######## block 1 ########
### The clock network, block 1

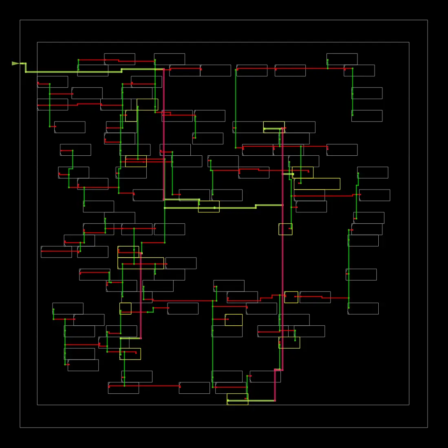

### config.mk
export PLATFORM = sky130hd
export DESIGN_NAME = cam_capture_565
export DESIGN_NICKNAME = d
export VERILOG_FILES = /design/src/rtl/cam_pkg.sv /design/src/rtl/cam_byte_pair.sv /design/src/rtl/cam_capture_565.sv
export SDC_FILE = /design/constraint.sdc
export NUM_CORES = 1
export LEC_CHECK = 0
export CAP_MARGIN = 25
export CORE_MARGIN = 4
export CORE_UTILIZATION = 45
export DETAILED_ROUTE_END_ITERATION = 10
export HOLD_SLACK_MARGIN = 0.08
export PLACE_DENSITY = 0.68
export SLEW_MARGIN = 20
export SYNTH_ARGS = -nofsm -noshare
export SYNTH_HDL_FRONTEND = slang
export SYNTH_SLANG_ARGS = --single-unit
### constraint.sdc
create_clock -name PCLK -period 4.6 [get_ports PCLK]
set_clock_uncertainty 0.05 [all_clocks]
set_input_delay 0.92 -clock PCLK [delete_from_list [all_inputs] [get_ports PCLK]]
set_output_delay 0.92 -clock PCLK [all_outputs]
set_load 0.005 [all_outputs]
### src/rtl/cam_pkg.sv
// Shared camera / frame-buffer definitions. The VGA scan-out imports the
// same dimensions so both sides agree on the 320x240 RGB565 buffer layout.
package cam_pkg;

    // Number of words in one frame for a given geometry.
    function automatic int frame_pixels(input int width, input int height);
        return width * height;
    endfunction

    localparam int DEF_IMG_WIDTH    = 320;
    localparam int DEF_IMG_HEIGHT   = 240;
    localparam int DEF_FRAME_PIXELS = frame_pixels(DEF_IMG_WIDTH, DEF_IMG_HEIGHT);
    // Wide enough for DEF_FRAME_PIXELS-1 = 76799.
    localparam int DEF_ADDR_W       = 17;

    typedef enum logic [1:0] {
        IDLE    = 2'd0,
        ARMED   = 2'd1,
        CAPTURE = 2'd2
    } cam_state_e;

endpackage

### src/rtl/cam_byte_pair.sv
// Sensor-side front end: registers the DVP inputs once, keeps a delayed
// vsync/href copy for edge detection, and pairs bytes into RGB565 words.
module cam_byte_pair (
    input  logic        clk,
    input  logic        reset,
    input  logic        vsync,
    input  logic        href,
    input  logic [7:0]  d,
    input  logic        capture,
    input  logic        phase_clr,
    output logic        vsync_s1,
    output logic        vsync_rise,
    output logic        vsync_fall,
    output logic        href_fall,
    output logic        phase,
    output logic        word_vld,
    output logic [15:0] word
);

    logic       vsync_s1_q, vsync_s1_d;
    logic       href_s1_q, href_s1_d;
    logic [7:0] d_s1_q, d_s1_d;
    logic       vsync_s2_q, vsync_s2_d;
    logic       href_s2_q, href_s2_d;
    logic       phase_q, phase_d;
    logic [7:0] hi_q, hi_d;
    logic       byte_take;

    // A byte is consumed only while the top is capturing and the line is active.
    assign byte_take = capture && href_s1_q;

    // Next-state for the input stage, byte phase and held high byte.
    always_comb begin
        // NOTE: every signal gets its default before any branch, so no path
        // leaves it unassigned and no latch is inferred.
        vsync_s1_d = vsync;
        href_s1_d  = href;
        d_s1_d     = d;
        vsync_s2_d = vsync_s1_q;
        href_s2_d  = href_s1_q;
        phase_d    = phase_q;
        hi_d       = hi_q;

        // A dangling high byte at line end is simply dropped by the clear.
        if (phase_clr || href_fall) begin
            phase_d = 1'b0;
        end else if (byte_take) begin
            phase_d = ~phase_q;
            if (!phase_q) begin
                hi_d = d_s1_q;
            end
        end
    end

    // Input registers and pairing state, synchronous active-high reset.
    always_ff @(posedge clk) begin
        // NOTE: sequential state uses non-blocking assignments so every flop
        // samples pre-edge values regardless of statement order.
        if (reset) begin
            vsync_s1_q <= 1'b0;
            href_s1_q  <= 1'b0;
            d_s1_q     <= '0;
            vsync_s2_q <= 1'b0;
            href_s2_q  <= 1'b0;
            phase_q    <= 1'b0;
            hi_q       <= '0;
        end else begin
            vsync_s1_q <= vsync_s1_d;
            href_s1_q  <= href_s1_d;
            d_s1_q     <= d_s1_d;
            vsync_s2_q <= vsync_s2_d;
            href_s2_q  <= href_s2_d;
            phase_q    <= phase_d;
            hi_q       <= hi_d;
        end
    end

    assign vsync_s1   = vsync_s1_q;
    assign vsync_rise = vsync_s1_q && !vsync_s2_q;
    assign vsync_fall = !vsync_s1_q && vsync_s2_q;
    assign href_fall  = !href_s1_q && href_s2_q;
    assign phase      = phase_q;
    assign word_vld   = byte_take && phase_q;
    assign word       = {hi_q, d_s1_q};

endmodule

### src/rtl/cam_capture_565.sv
// Camera capture stage: frames the paired RGB565 words into the row-major
// frame buffer (addr = y*IMG_WIDTH + x) and reports clean or broken frames.
module cam_capture_565
    import cam_pkg::*;
#(
    parameter int IMG_WIDTH  = DEF_IMG_WIDTH,
    parameter int IMG_HEIGHT = DEF_IMG_HEIGHT,
    parameter int ADDR_W     = DEF_ADDR_W
) (
    input  logic              PCLK,
    input  logic              reset,
    input  logic              enable,
    input  logic              vsync,
    input  logic              href,
    input  logic [7:0]        d,
    output logic [ADDR_W-1:0] wr_addr,
    output logic [15:0]       wr_data,
    output logic              wr_en,
    output logic              frame_done,
    output logic              frame_err,
    output logic              busy
);

    localparam int FRAME_PIXELS = frame_pixels(IMG_WIDTH, IMG_HEIGHT);
    localparam int PIX_W        = $clog2(IMG_WIDTH + 1);

    localparam logic [PIX_W-1:0]  PIX_FULL  = PIX_W'(IMG_WIDTH);
    localparam logic [PIX_W-1:0]  PIX_SAT   = PIX_W'(IMG_WIDTH + 1);
    // One extra bit so a full frame count never aliases to zero.
    localparam logic [ADDR_W:0]   CNT_FULL  = (ADDR_W + 1)'(FRAME_PIXELS);
    localparam logic [ADDR_W-1:0] ADDR_LAST = ADDR_W'(FRAME_PIXELS - 1);

    cam_state_e        state_q, state_d;
    logic              capture;
    logic              arm_clr;
    logic              frame_ok;

    logic              vsync_s1, vsync_rise, vsync_fall, href_fall;
    logic              phase, word_vld;
    logic [15:0]       word;

    logic [ADDR_W-1:0] wr_addr_q, wr_addr_d;
    logic [15:0]       wr_data_q, wr_data_d;
    logic              wr_en_q, wr_en_d;
    logic [ADDR_W:0]   wr_cnt_q, wr_cnt_d;
    logic [PIX_W-1:0]  pix_cnt_q, pix_cnt_d;
    logic              err_q, err_d;
    logic              frame_done_q, frame_done_d;
    logic              frame_err_q, frame_err_d;

    assign capture = (state_q == CAPTURE);
    // Frame start: armed, still enabled, and vsync just left blanking.
    assign arm_clr = (state_q == ARMED) && enable && vsync_fall;

    cam_byte_pair u_byte_pair (
        .clk        (PCLK),
        .reset      (reset),
        .vsync      (vsync),
        .href       (href),
        .d          (d),
        .capture    (capture),
        .phase_clr  (arm_clr),
        .vsync_s1   (vsync_s1),
        .vsync_rise (vsync_rise),
        .vsync_fall (vsync_fall),
        .href_fall  (href_fall),
        .phase      (phase),
        .word_vld   (word_vld),
        .word       (word)
    );

    // Write port, address/word counters and framing-error accumulation.
    always_comb begin
        wr_addr_d = wr_addr_q;
        wr_data_d = wr_data_q;
        wr_en_d   = 1'b0;
        wr_cnt_d  = wr_cnt_q;
        pix_cnt_d = pix_cnt_q;
        err_d     = err_q;

        if (arm_clr) begin
            wr_addr_d = '0;
            wr_cnt_d  = '0;
            pix_cnt_d = '0;
            err_d     = 1'b0;
        end else begin
            // Address moves on the cycle after the strobe; it parks on the
            // last location rather than wrapping.
            if (wr_en_q && (wr_addr_q != ADDR_LAST)) begin
                wr_addr_d = wr_addr_q + 1'b1;
            end

            if (word_vld) begin
                if (pix_cnt_q != PIX_SAT) begin
                    pix_cnt_d = pix_cnt_q + 1'b1;
                end
                if (wr_cnt_q < CNT_FULL) begin
                    wr_en_d   = 1'b1;
                    wr_data_d = word;
                    wr_cnt_d  = wr_cnt_q + 1'b1;
                end else begin
                    // Frame overflow: drop the word and flag the frame.
                    err_d = 1'b1;
                end
            end

            if (capture && href_fall) begin
                if ((pix_cnt_q != PIX_FULL) || phase) begin
                    err_d = 1'b1;
                end
                pix_cnt_d = '0;
            end
        end

        // Evaluated on next-state values so a word landing on the vsync
        // rise cycle is already counted.
        frame_ok = !err_d && (wr_cnt_d == CNT_FULL);
    end

    // Frame FSM next state and end-of-frame pulses.
    always_comb begin
        state_d      = state_q;
        frame_done_d = 1'b0;
        frame_err_d  = 1'b0;

        case (state_q)
            IDLE: begin
                if (enable && vsync_s1) begin
                    state_d = ARMED;
                end
            end
            ARMED: begin
                if (!enable) begin
                    state_d = IDLE;
                end else if (vsync_fall) begin
                    state_d = CAPTURE;
                end
            end
            CAPTURE: begin
                // enable is only looked at here; a running frame always completes.
                if (vsync_rise) begin
                    frame_done_d = frame_ok;
                    frame_err_d  = !frame_ok;
                    state_d      = enable ? ARMED : IDLE;
                end
            end
            default: begin
                state_d = IDLE;
            end
        endcase
    end

    // State and output registers, synchronous active-high reset.
    always_ff @(posedge PCLK) begin
        if (reset) begin
            state_q      <= IDLE;
            wr_addr_q    <= '0;
            wr_data_q    <= '0;
            wr_en_q      <= 1'b0;
            wr_cnt_q     <= '0;
            pix_cnt_q    <= '0;
            err_q        <= 1'b0;
            frame_done_q <= 1'b0;
            frame_err_q  <= 1'b0;
        end else begin
            state_q      <= state_d;
            wr_addr_q    <= wr_addr_d;
            wr_data_q    <= wr_data_d;
            wr_en_q      <= wr_en_d;
            wr_cnt_q     <= wr_cnt_d;
            pix_cnt_q    <= pix_cnt_d;
            err_q        <= err_d;
            frame_done_q <= frame_done_d;
            frame_err_q  <= frame_err_d;
        end
    end

    assign wr_addr    = wr_addr_q;
    assign wr_data    = wr_data_q;
    assign wr_en      = wr_en_q;
    assign frame_done = frame_done_q;
    assign frame_err  = frame_err_q;
    assign busy       = capture;

endmodule
######## block 2 ########
==> src/rtl/armleocpu_defines_pkg.sv <==
// Shared RV32I integer register file constants and types.
package armleocpu_defines;

    localparam int XLEN       = 32;
    localparam int REG_COUNT  = 32;
    localparam int REG_ADDR_W = 5;

    typedef logic [REG_ADDR_W-1:0] reg_idx_t;
    typedef logic [XLEN-1:0]       xlen_t;

endpackage

==> src/rtl/armleocpu_reg_file.sv <==
// RV32I integer register file: x1..x31 as async-cleared flops, x0 reads as zero.
// Two combinational read ports, one write port committed on the rising edge.
module armleocpu_reg_file
    import armleocpu_defines::*;
(
    input  logic                  clk,
    input  logic                  async_rst_n,

    input  logic [REG_ADDR_W-1:0] rs1_addr,
    output logic [XLEN-1:0]       rs1_rdata,

    input  logic [REG_ADDR_W-1:0] rs2_addr,
    output logic [XLEN-1:0]       rs2_rdata,

    input  logic [REG_ADDR_W-1:0] rd_addr,
    input  logic [XLEN-1:0]       rd_data,
    input  logic                  rd_write
);

    // Flat view for the read muxes; entry 0 is a constant, not storage.
    xlen_t read_view [REG_COUNT];

    assign read_view[0] = '0;

    for (genvar g = 1; g < REG_COUNT; g++) begin : g_reg
        xlen_t reg_q;
        xlen_t reg_d;
        logic  wr_en;

        assign wr_en = rd_write && (rd_addr == reg_idx_t'(g));
        assign reg_d = wr_en ? rd_data : reg_q;

        always_ff @(posedge clk or negedge async_rst_n) begin
            if (!async_rst_n) begin
                reg_q <= '0;
            end else begin
                reg_q <= reg_d;
            end
        end

        assign read_view[g] = reg_q;
    end

    // No write bypass: a read of the register being written returns the old value.
    always_comb begin
        rs1_rdata = read_view[rs1_addr];
        rs2_rdata = read_view[rs2_addr];
    end

endmodule

==> config.mk <==
export PLATFORM = sky130hd
export DESIGN_NAME = armleocpu_reg_file
export DESIGN_NICKNAME = d
export VERILOG_FILES = /design/src/rtl/armleocpu_defines_pkg.sv /design/src/rtl/armleocpu_reg_file.sv
export SDC_FILE = /design/constraint.sdc
export NUM_CORES = 2
export LEC_CHECK = 0
export ABC_CLOCK_PERIOD_IN_PS = 2500
export CORE_MARGIN = 2
export CORE_UTILIZATION = 60
export CTS_CLUSTER_DIAMETER = 80
export DETAILED_ROUTE_END_ITERATION = 8
export PLACE_DENSITY = 0.75
export SYNTH_ARGS = -nofsm -noshare
export SYNTH_HDL_FRONTEND = slang
export SYNTH_SLANG_ARGS = --single-unit
==> constraint.sdc <==
create_clock -name clk -period 2.5 [get_ports clk]
set_clock_uncertainty 0.1 [all_clocks]
set_input_delay 0.25 -clock clk [delete_from_list [all_inputs] [get_ports clk]]
set_output_delay 0.25 -clock clk [all_outputs]
set_load 0.05 [all_outputs]
### Placement density heat map, block 1

Scale: 3 px per um. 10 x 10 tiles, from dark purple (low) to yellow (high), 0 to 100% covered.
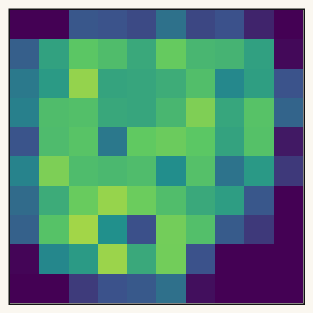
The densest ninth of the die: center. The emptiest ninth of the die: south-east. The mean over all tiles is 45%.

### Wires at chosen ports, followed through buffers, block 1

Scale: 4 px per um.
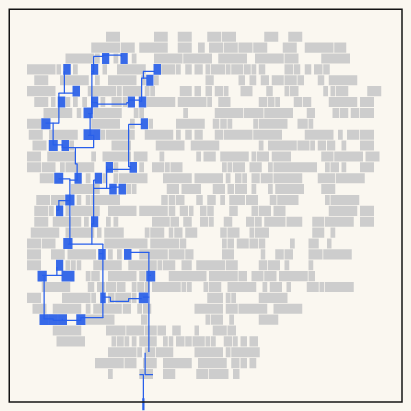
Key: `reset` = blue [direction input, edge south, end cells 41, buffers 2, wire 300 um]

## Picture notes: 'The clock network' of block 1
Inserted Clock Buffers: 9
Worst-Skew Late Latency: 360 ps
clock sink total: 87
Seq cells: 87

==> run_results.csv, block 1 <==
group,metric,value,unit
power,power,1390,uW
outcome,status,"completed",
grt,first_global_vias,2901,
floorplanning,fp-row-count,32,
finish,antenna_cells,0,
finish,layout.nets,486,
final_timing,timing.final.crit_period,2820,ps
worst_setup_path,worstPathCellList,"and4b_2 > o2111ai_4 > or3_4 > mux2_4 > a2111o_1 > o31a_1",
worst_setup_path,regToRegEndpoint,"frame_err$_SDFF_PP0_",
grt,antenna_found_initial,0,
synth,synthAoiAreaFrac,10.8,%
finish,post-route-util,56.9,%
floorplanning,taps,102,
synth,yosysMostFrequentCell,"dfxtp_1",
finish,fin_cells,575,
finish,regArea,0.00174,mm2
route,wl_per_cell,12.9,um
floorplanning,die_w,97.8,um
worst_setup_path,cpPeakStageDelay,550,ps
worst_setup_path,cp-end-kind,"register",
synth,synth_cell_types,46,
route,route.detailed.drc,0,
finish,combGateArea,0.00179,mm2
floorplanning,fp_util,46.7,%
worst_setup_path,path_depth,6,
cts,postCtsSetupRepairBufs,0,
synth,ys_seq_share,48.0,%
power,p_leak,0.00148,uW
grt,use_met3,4.07,%
finish,signal_buffers,50,
grt,grtUsageMet1,19.9,%
finish,comb_share,40.6,%
power,power-top-group,"registers",
synth,common_cells,"dfxtp_1, nand2_1, nor2_1",
finish,regMostFlops,"wr_cnt_q",
place,dpl.hpwl,5110,um
min_path,min_path_type,"register to register",
finish,largest_register_ffs,18,
job,log.warning_count,28,
worst_setup_path,cp_num_buf_inv,0,
route,drt-met1-wl,3570,um
synth,fa_ha_area_share,1.72,%
grt,grt_use_total,16.1,%
worst_setup_path,critical_path_peak_fanout,25,
route,route.met2.wl,3420,um
### Selected gate families, block 2

Scale: 1.5 px per um.
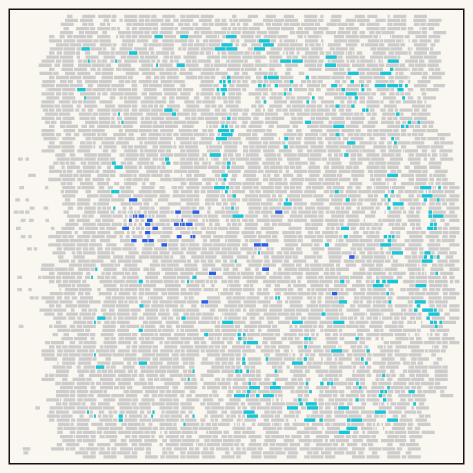
Key: aoi and oai cells = cyan [cells 256, where all over the die]; nor cells = blue [cells 32]

==> run_results.csv, block 2 <==
group,metric,value,unit
final_timing,finalWorstSetupSlack,-332,ps
worst_setup_path,critPathLaunch,"g_reg[27].reg_q[4]$_DFFE_PN0P_",
synth,ys_seq_share,46.6,%
synth,synth_cell_types,31,
synth,numSynthFlops,992,
outcome,violations,"hold timing, setup timing",
cts,cts_hold_buf,1,
synth,synth-edff-count,0,
final_timing,finalHoldViolCount,2,
final_timing,worst_hold_slack,-15.2,ps
grt,grt_pass1_wl,253000,um
final_timing,setup_viol,64,
finish,nFillCells,5224,
outcome,status,"complete, but fails checks",
cts,cts.clk_slew.worst_paths,60,ps
finish,flop-count,992,
synth,common_cells,"dfrtp_1, mux2_2, mux4_2",
worst_setup_path,rrSetupSlack,1450,ps
synth,logic_family,"multiplexers",
synth,synth_chip_area,0.0533,mm2

######## block 3 ########
### Where the registers sit, block 3

Scale: 2 px per um. Other sequential cells in the stronger gray, the rest of the logic in the fainter gray.
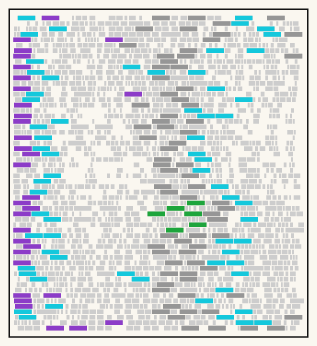
### Selected gate families, block 3

Scale: 3 px per um.
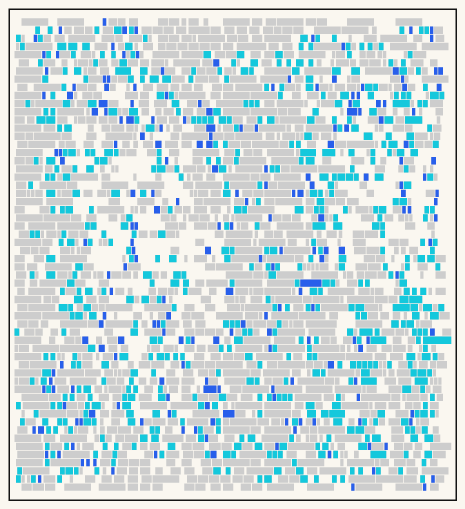
## src/rtl/alu_seq_pkg.sv

```systemverilog
// -----------------------------------------------------------------------------
// alu_seq_pkg
// Shared definitions for the sequential ALU: operation encodings, FSM state
// enum, the mode of the iterative unit, ALUFlags bit positions, and a helper
// that assembles the {N,Z,C,V} flag vector.
// -----------------------------------------------------------------------------
package alu_seq_pkg;

  // Operation encodings on Op[2:0]
  localparam logic [2:0] OP_ADD   = 3'b000;
  localparam logic [2:0] OP_ADC   = 3'b001;
  localparam logic [2:0] OP_SUB   = 3'b010;
  localparam logic [2:0] OP_SBC   = 3'b011;
  localparam logic [2:0] OP_AND   = 3'b100;
  localparam logic [2:0] OP_ORR   = 3'b101;
  localparam logic [2:0] OP_UMULL = 3'b110;
  localparam logic [2:0] OP_UDIV  = 3'b111;

  // Controller states; Done is a registered pulse, not a state
  typedef enum logic [1:0] {
    ST_IDLE = 2'd0,
    ST_MUL  = 2'd1,
    ST_DIV  = 2'd2
  } state_e;

  // Bit positions inside ALUFlags
  localparam int FLAG_N = 3;
  localparam int FLAG_Z = 2;
  localparam int FLAG_C = 1;
  localparam int FLAG_V = 0;

  function automatic logic [3:0] pack_flags(input logic n, input logic z,
                                            input logic c, input logic v);
    logic [3:0] f;
    f         = '0;
    f[FLAG_N] = n;
    f[FLAG_Z] = z;
    f[FLAG_C] = c;
    f[FLAG_V] = v;
    return f;
  endfunction

endpackage

```

## src/rtl/alu_seq_iter.sv

```systemverilog
// -----------------------------------------------------------------------------
// alu_seq_iter
// Iterative datapath shared by unsigned multiply and unsigned divide. Holds a
// 2*WIDTH shift register {hi, lo}, the latched multiplicand/divisor, and one
// WIDTH+1 bit adder/subtractor with carry out.
//   MUL: hi starts at 0, lo holds the multiplier. Each step adds the
//        multiplicand to hi when lo[0]=1, then shifts the whole accumulator
//        (including the adder carry) right by one.
//   DIV: hi holds the partial remainder, lo the dividend bits still to be
//        consumed. Each step shifts left by one, trial-subtracts the divisor
//        and keeps the difference only when it does not borrow; the quotient
//        bit enters at lo[0].
// Ports
//   CLK, Reset  : clock, asynchronous active-high reset
//   load_i      : latch operands and clear the accumulator (highest priority)
//   div_i       : mode for load_i (0 = multiply, 1 = divide)
//   step_i      : perform one iteration
//   a_i, b_i    : operand A (multiplicand / dividend), B (multiplier / divisor)
//   acc_next_o  : accumulator value after the current step (product, or
//                 {remainder, quotient} once all steps are done)
// -----------------------------------------------------------------------------
module alu_seq_iter #(
  parameter int WIDTH = 32
) (
  input  logic                 CLK,
  input  logic                 Reset,
  input  logic                 load_i,
  input  logic                 div_i,
  input  logic                 step_i,
  input  logic [WIDTH-1:0]     a_i,
  input  logic [WIDTH-1:0]     b_i,
  output logic [2*WIDTH-1:0]   acc_next_o
);

  logic [2*WIDTH-1:0] acc_q, acc_d;
  logic [WIDTH-1:0]   opnd_q;
  logic               div_q;

  logic [WIDTH-1:0]   hi, lo;
  logic [WIDTH:0]     add_x, add_y, add_y_eff;
  logic [WIDTH+1:0]   add_ext;
  logic               no_borrow;
  logic [WIDTH-1:0]   rem_d;

  assign hi = acc_q[2*WIDTH-1:WIDTH];
  assign lo = acc_q[WIDTH-1:0];

  // NOTE: every signal assigned in always_comb gets a default first, so no
  // path through the block can leave it unassigned and infer a latch.
  always_comb begin
    add_x     = '0;
    add_y     = '0;
    add_y_eff = '0;
    add_ext   = '0;
    no_borrow = 1'b0;
    rem_d     = '0;
    acc_d     = acc_q;

    // One shared adder: MUL adds opnd to hi, DIV subtracts opnd from the
    // left-shifted partial remainder {hi, lo[msb]} (WIDTH+1 bits wide).
    add_x     = div_q ? {hi, lo[WIDTH-1]} : {1'b0, hi};
    add_y     = {1'b0, opnd_q};
    add_y_eff = div_q ? ~add_y : add_y;
    add_ext   = {1'b0, add_x} + {1'b0, add_y_eff} + {{(WIDTH+1){1'b0}}, div_q};

    if (div_q) begin
      // Carry out of the subtract means partial remainder >= divisor
      no_borrow = add_ext[WIDTH+1];
      rem_d     = no_borrow ? add_ext[WIDTH-1:0] : add_x[WIDTH-1:0];
      acc_d     = {rem_d, lo[WIDTH-2:0], no_borrow};
    end else begin
      // Shift right with the adder carry entering the top bit
      acc_d = lo[0] ? {add_ext[WIDTH:0], lo[WIDTH-1:1]}
                    : {1'b0, hi, lo[WIDTH-1:1]};
    end
  end

  assign acc_next_o = acc_d;

  // NOTE: sequential state uses non-blocking assignments so every register
  // samples the pre-edge values, independent of statement order.
  always_ff @(posedge CLK or posedge Reset) begin
    if (Reset) begin
      acc_q  <= '0;
      opnd_q <= '0;
      div_q  <= 1'b0;
    end else if (load_i) begin
      div_q  <= div_i;
      opnd_q <= div_i ? b_i : a_i;
      acc_q  <= {{WIDTH{1'b0}}, (div_i ? a_i : b_i)};
    end else if (step_i) begin
      acc_q  <= acc_d;
    end
  end

endmodule

```

## src/rtl/alu_seq.sv

```systemverilog
// -----------------------------------------------------------------------------
// alu_seq
// Multi-cycle ALU for the execute stage behind a Start/Busy/Done handshake.
// Single-cycle ops (ADD/ADC/SUB/SBC/AND/ORR) and divide-by-zero complete one
// cycle after Start. UMULL (full 2*WIDTH product) and UDIV (quotient and
// remainder) iterate WIDTH cycles in alu_seq_iter, with Busy high throughout.
// Outputs are registered and hold between Done pulses.
// Ports
//   CLK       : clock, rising edge
//   Reset     : asynchronous active-high reset
//   Start     : request, sampled only while Busy=0
//   Op        : operation select (see alu_seq_pkg)
//   Src_A     : operand A / dividend
//   Src_B     : operand B / divisor
//   CarryIn   : C flag input for ADC/SBC
//   Busy      : iterative operation in progress
//   Done      : one-cycle pulse, outputs updated this cycle
//   Result    : sum/difference/logic result, product low word, or quotient
//   ResultHi  : product high word or remainder; 0 for other ops
//   ALUFlags  : {N,Z,C,V}
// -----------------------------------------------------------------------------
module alu_seq
  import alu_seq_pkg::*;
#(
  parameter int WIDTH = 32
) (
  input  logic             CLK,
  input  logic             Reset,
  input  logic             Start,
  input  logic [2:0]       Op,
  input  logic [WIDTH-1:0] Src_A,
  input  logic [WIDTH-1:0] Src_B,
  input  logic             CarryIn,
  output logic             Busy,
  output logic             Done,
  output logic [WIDTH-1:0] Result,
  output logic [WIDTH-1:0] ResultHi,
  output logic [3:0]       ALUFlags
);

  localparam int CNT_W = $clog2(WIDTH + 1);

  state_e             state_q;
  logic [CNT_W-1:0]   cnt_q;
  logic               busy_q;
  logic               done_q;
  logic [WIDTH-1:0]   result_q;
  logic [WIDTH-1:0]   result_hi_q;
  logic [3:0]         flags_q;

  // ---------------------------------------------------------------------------
  // Single-cycle datapath
  // ---------------------------------------------------------------------------
  logic [WIDTH-1:0] b_eff;
  logic             cin_eff;
  logic [WIDTH:0]   sum_ext;
  logic [WIDTH-1:0] sc_result;
  logic             sc_c, sc_v;
  logic [3:0]       sc_flags;

  always_comb begin
    b_eff     = '0;
    cin_eff   = 1'b0;
    sum_ext   = '0;
    sc_result = '0;
    sc_c      = 1'b0;
    sc_v      = 1'b0;

    // Op[1] selects subtract (inverted B); Op[0] selects CarryIn instead of
    // the fixed carry (0 for ADD, 1 for SUB).
    b_eff   = Op[1] ? ~Src_B : Src_B;
    cin_eff = Op[0] ? CarryIn : Op[1];
    sum_ext = {1'b0, Src_A} + {1'b0, b_eff} + {{WIDTH{1'b0}}, cin_eff};

    if (Op[2] == 1'b0) begin
      sc_result = sum_ext[WIDTH-1:0];
      sc_c      = sum_ext[WIDTH];
      sc_v      = (Src_A[WIDTH-1] ~^ b_eff[WIDTH-1]) &
                  (Src_A[WIDTH-1] ^ sum_ext[WIDTH-1]);
    end else begin
      sc_result = Op[0] ? (Src_A | Src_B) : (Src_A & Src_B);
    end
  end

  assign sc_flags = pack_flags(sc_result[WIDTH-1], sc_result == '0, sc_c, sc_v);

  // ---------------------------------------------------------------------------
  // Iterative unit
  // ---------------------------------------------------------------------------
  logic               iter_load;
  logic               iter_step;
  logic [2*WIDTH-1:0] iter_acc_next;
  logic               last_step;

  assign iter_load = (state_q == ST_IDLE) && Start &&
                     ((Op == OP_UMULL) || ((Op == OP_UDIV) && (Src_B != '0)));
  assign iter_step = (state_q != ST_IDLE);
  assign last_step = (cnt_q == CNT_W'(1));

  alu_seq_iter #(
    .WIDTH (WIDTH)
  ) u_iter (
    .CLK        (CLK),
    .Reset      (Reset),
    .load_i     (iter_load),
    .div_i      (Op[0]),
    .step_i     (iter_step),
    .a_i        (Src_A),
    .b_i        (Src_B),
    .acc_next_o (iter_acc_next)
  );

  // ---------------------------------------------------------------------------
  // Controller and output registers
  // ---------------------------------------------------------------------------
  always_ff @(posedge CLK or posedge Reset) begin
    if (Reset) begin
      state_q     <= ST_IDLE;
      cnt_q       <= '0;
      busy_q      <= 1'b0;
      done_q      <= 1'b0;
      result_q    <= '0;
      result_hi_q <= '0;
      flags_q     <= '0;
    end else begin
      done_q <= 1'b0;
      case (state_q)
        ST_IDLE: begin
          if (Start) begin
            if (Op[2:1] != 2'b11) begin
              result_q    <= sc_result;
              result_hi_q <= '0;
              flags_q     <= sc_flags;
              done_q      <= 1'b1;
            end else if (Op == OP_UMULL) begin
              state_q <= ST_MUL;
              cnt_q   <= CNT_W'(WIDTH);
              busy_q  <= 1'b1;
            end else if (Src_B == '0) begin
              // Divide by zero: saturated quotient, dividend as remainder
              result_q    <= '1;
              result_hi_q <= Src_A;
              flags_q     <= pack_flags(1'b1, 1'b0, 1'b0, 1'b1);
              done_q      <= 1'b1;
            end else begin
              state_q <= ST_DIV;
              cnt_q   <= CNT_W'(WIDTH);
              busy_q  <= 1'b1;
            end
          end
        end

        ST_MUL, ST_DIV: begin
          cnt_q <= cnt_q - CNT_W'(1);
          if (last_step) begin
            // Capture the value the final step produces, so Done lands in
            // the cycle right after the last Busy cycle.
            state_q     <= ST_IDLE;
            busy_q      <= 1'b0;
            done_q      <= 1'b1;
            result_q    <= iter_acc_next[WIDTH-1:0];
            result_hi_q <= iter_acc_next[2*WIDTH-1:WIDTH];
            if (state_q == ST_MUL) begin
              flags_q <= pack_flags(iter_acc_next[2*WIDTH-1],
                                    iter_acc_next == '0, 1'b0, 1'b0);
            end else begin
              flags_q <= pack_flags(iter_acc_next[WIDTH-1],
                                    iter_acc_next[WIDTH-1:0] == '0, 1'b0, 1'b0);
            end
          end
        end

        default: begin
          state_q <= ST_IDLE;
          busy_q  <= 1'b0;
          cnt_q   <= '0;
        end
      endcase
    end
  end

  assign Busy     = busy_q;
  assign Done     = done_q;
  assign Result   = result_q;
  assign ResultHi = result_hi_q;
  assign ALUFlags = flags_q;

endmodule

```

## config.mk

```make
export PLATFORM = sky130hd
export DESIGN_NAME = alu_seq
export DESIGN_NICKNAME = d
export VERILOG_FILES = /design/src/rtl/alu_seq_pkg.sv /design/src/rtl/alu_seq_iter.sv /design/src/rtl/alu_seq.sv
export SDC_FILE = /design/constraint.sdc
export NUM_CORES = 1
export LEC_CHECK = 0
export ABC_AREA = 0
export CORE_ASPECT_RATIO = 1.1
export CORE_UTILIZATION = 64
export DETAILED_ROUTE_END_ITERATION = 6
export GPL_TIMING_DRIVEN = 0
export PLACE_DENSITY_LB_ADDON = 0.3
export REMOVE_ABC_BUFFERS = 1
export SLEW_MARGIN = 0
export SYNTH_ARGS = -nofsm -noshare
export SYNTH_HDL_FRONTEND = slang
export SYNTH_SLANG_ARGS = --single-unit
```

## constraint.sdc

```tcl
create_clock -name CLK -period 13.8 [get_ports CLK]
set_clock_uncertainty 0.05 [all_clocks]
set_input_delay 2.07 -clock CLK [delete_from_list [all_inputs] [get_ports CLK]]
set_output_delay 2.07 -clock CLK [all_outputs]
set_load 0.02 [all_outputs]
```

==> run_results.csv <==
group,metric,value,unit
outcome,status,"complete, but fails checks",
outcome,violations,"DRC",
grt,grt-ovfl-total,0,
synth,logic_family,"AND-OR/OR-AND gates",
finish,comb_share,58.4,%
cts,cts_num_sinks,175,
route,routed_wl,52500,um
grt,grt_use_total,43.7,%
final_timing,fin_crit_sh,52.9,%
synth,numSynthFlops,175,
finish,n_clock_buffer,17,
floorplanning,die_h,163,um
synth,synth.top_cell.area_share,29.0,%
min_path,hp-start,"Result[29]$_DFFE_PP0P_",
finish,regArea,0.00438,mm2
place,gp_congestion,0.942,
final_timing,drv_slew,0,
worst_setup_path,regToRegEndpoint,"ALUFlags[2]$_DFFE_PP0P_",
route,route.detailed.drc,15,
worst_setup_path,critical_path_peak_fanout,34,
synth,synth_chip_area,0.0151,mm2
worst_setup_path,path_depth,10,
worst_setup_path,ff2ff_path_depth,14,
synth,ys_cells,1834,
worst_setup_path,crit_top_cell,"nor2_1",
cts,tritoncts,"done",
place,dpl.hpwl,38700,um
min_path,hold_path_end,"Result[29]$_DFFE_PP0P_",
job,max-cap-violations,0,
power,p_clk,483,uW
worst_setup_path,worstPathCellList,"clkdlybuf4s50_1 > nor4_1 > and4_1 > a31oi_1 > nand2_2 > buf_12 > clkinv_1 > nor2_1 > nor2_1 > mux2_2",
synth,ff_type,"dfrtp_1",
grt,grt-busiest-layer,"met2",
worst_setup_path,cp-end-kind,"register",
cts,cts.clk_slew.worst_paths,80,ps
Notes on 'Where the registers sit' of block 3 above:
Key: `u_iter.acc_q` = cyan [flops 64, where all over the die]; `cnt_q` = green [flops 6]; `Result` = purple [flops 32, where a column on the left]

Notes on 'Selected gate families' of block 3 above:
Key: nor cells = blue [cells 208, where all over the die]; aoi and oai cells = cyan [cells 559, where all over the die]


Power is estimated from default activity; no workload was simulated.
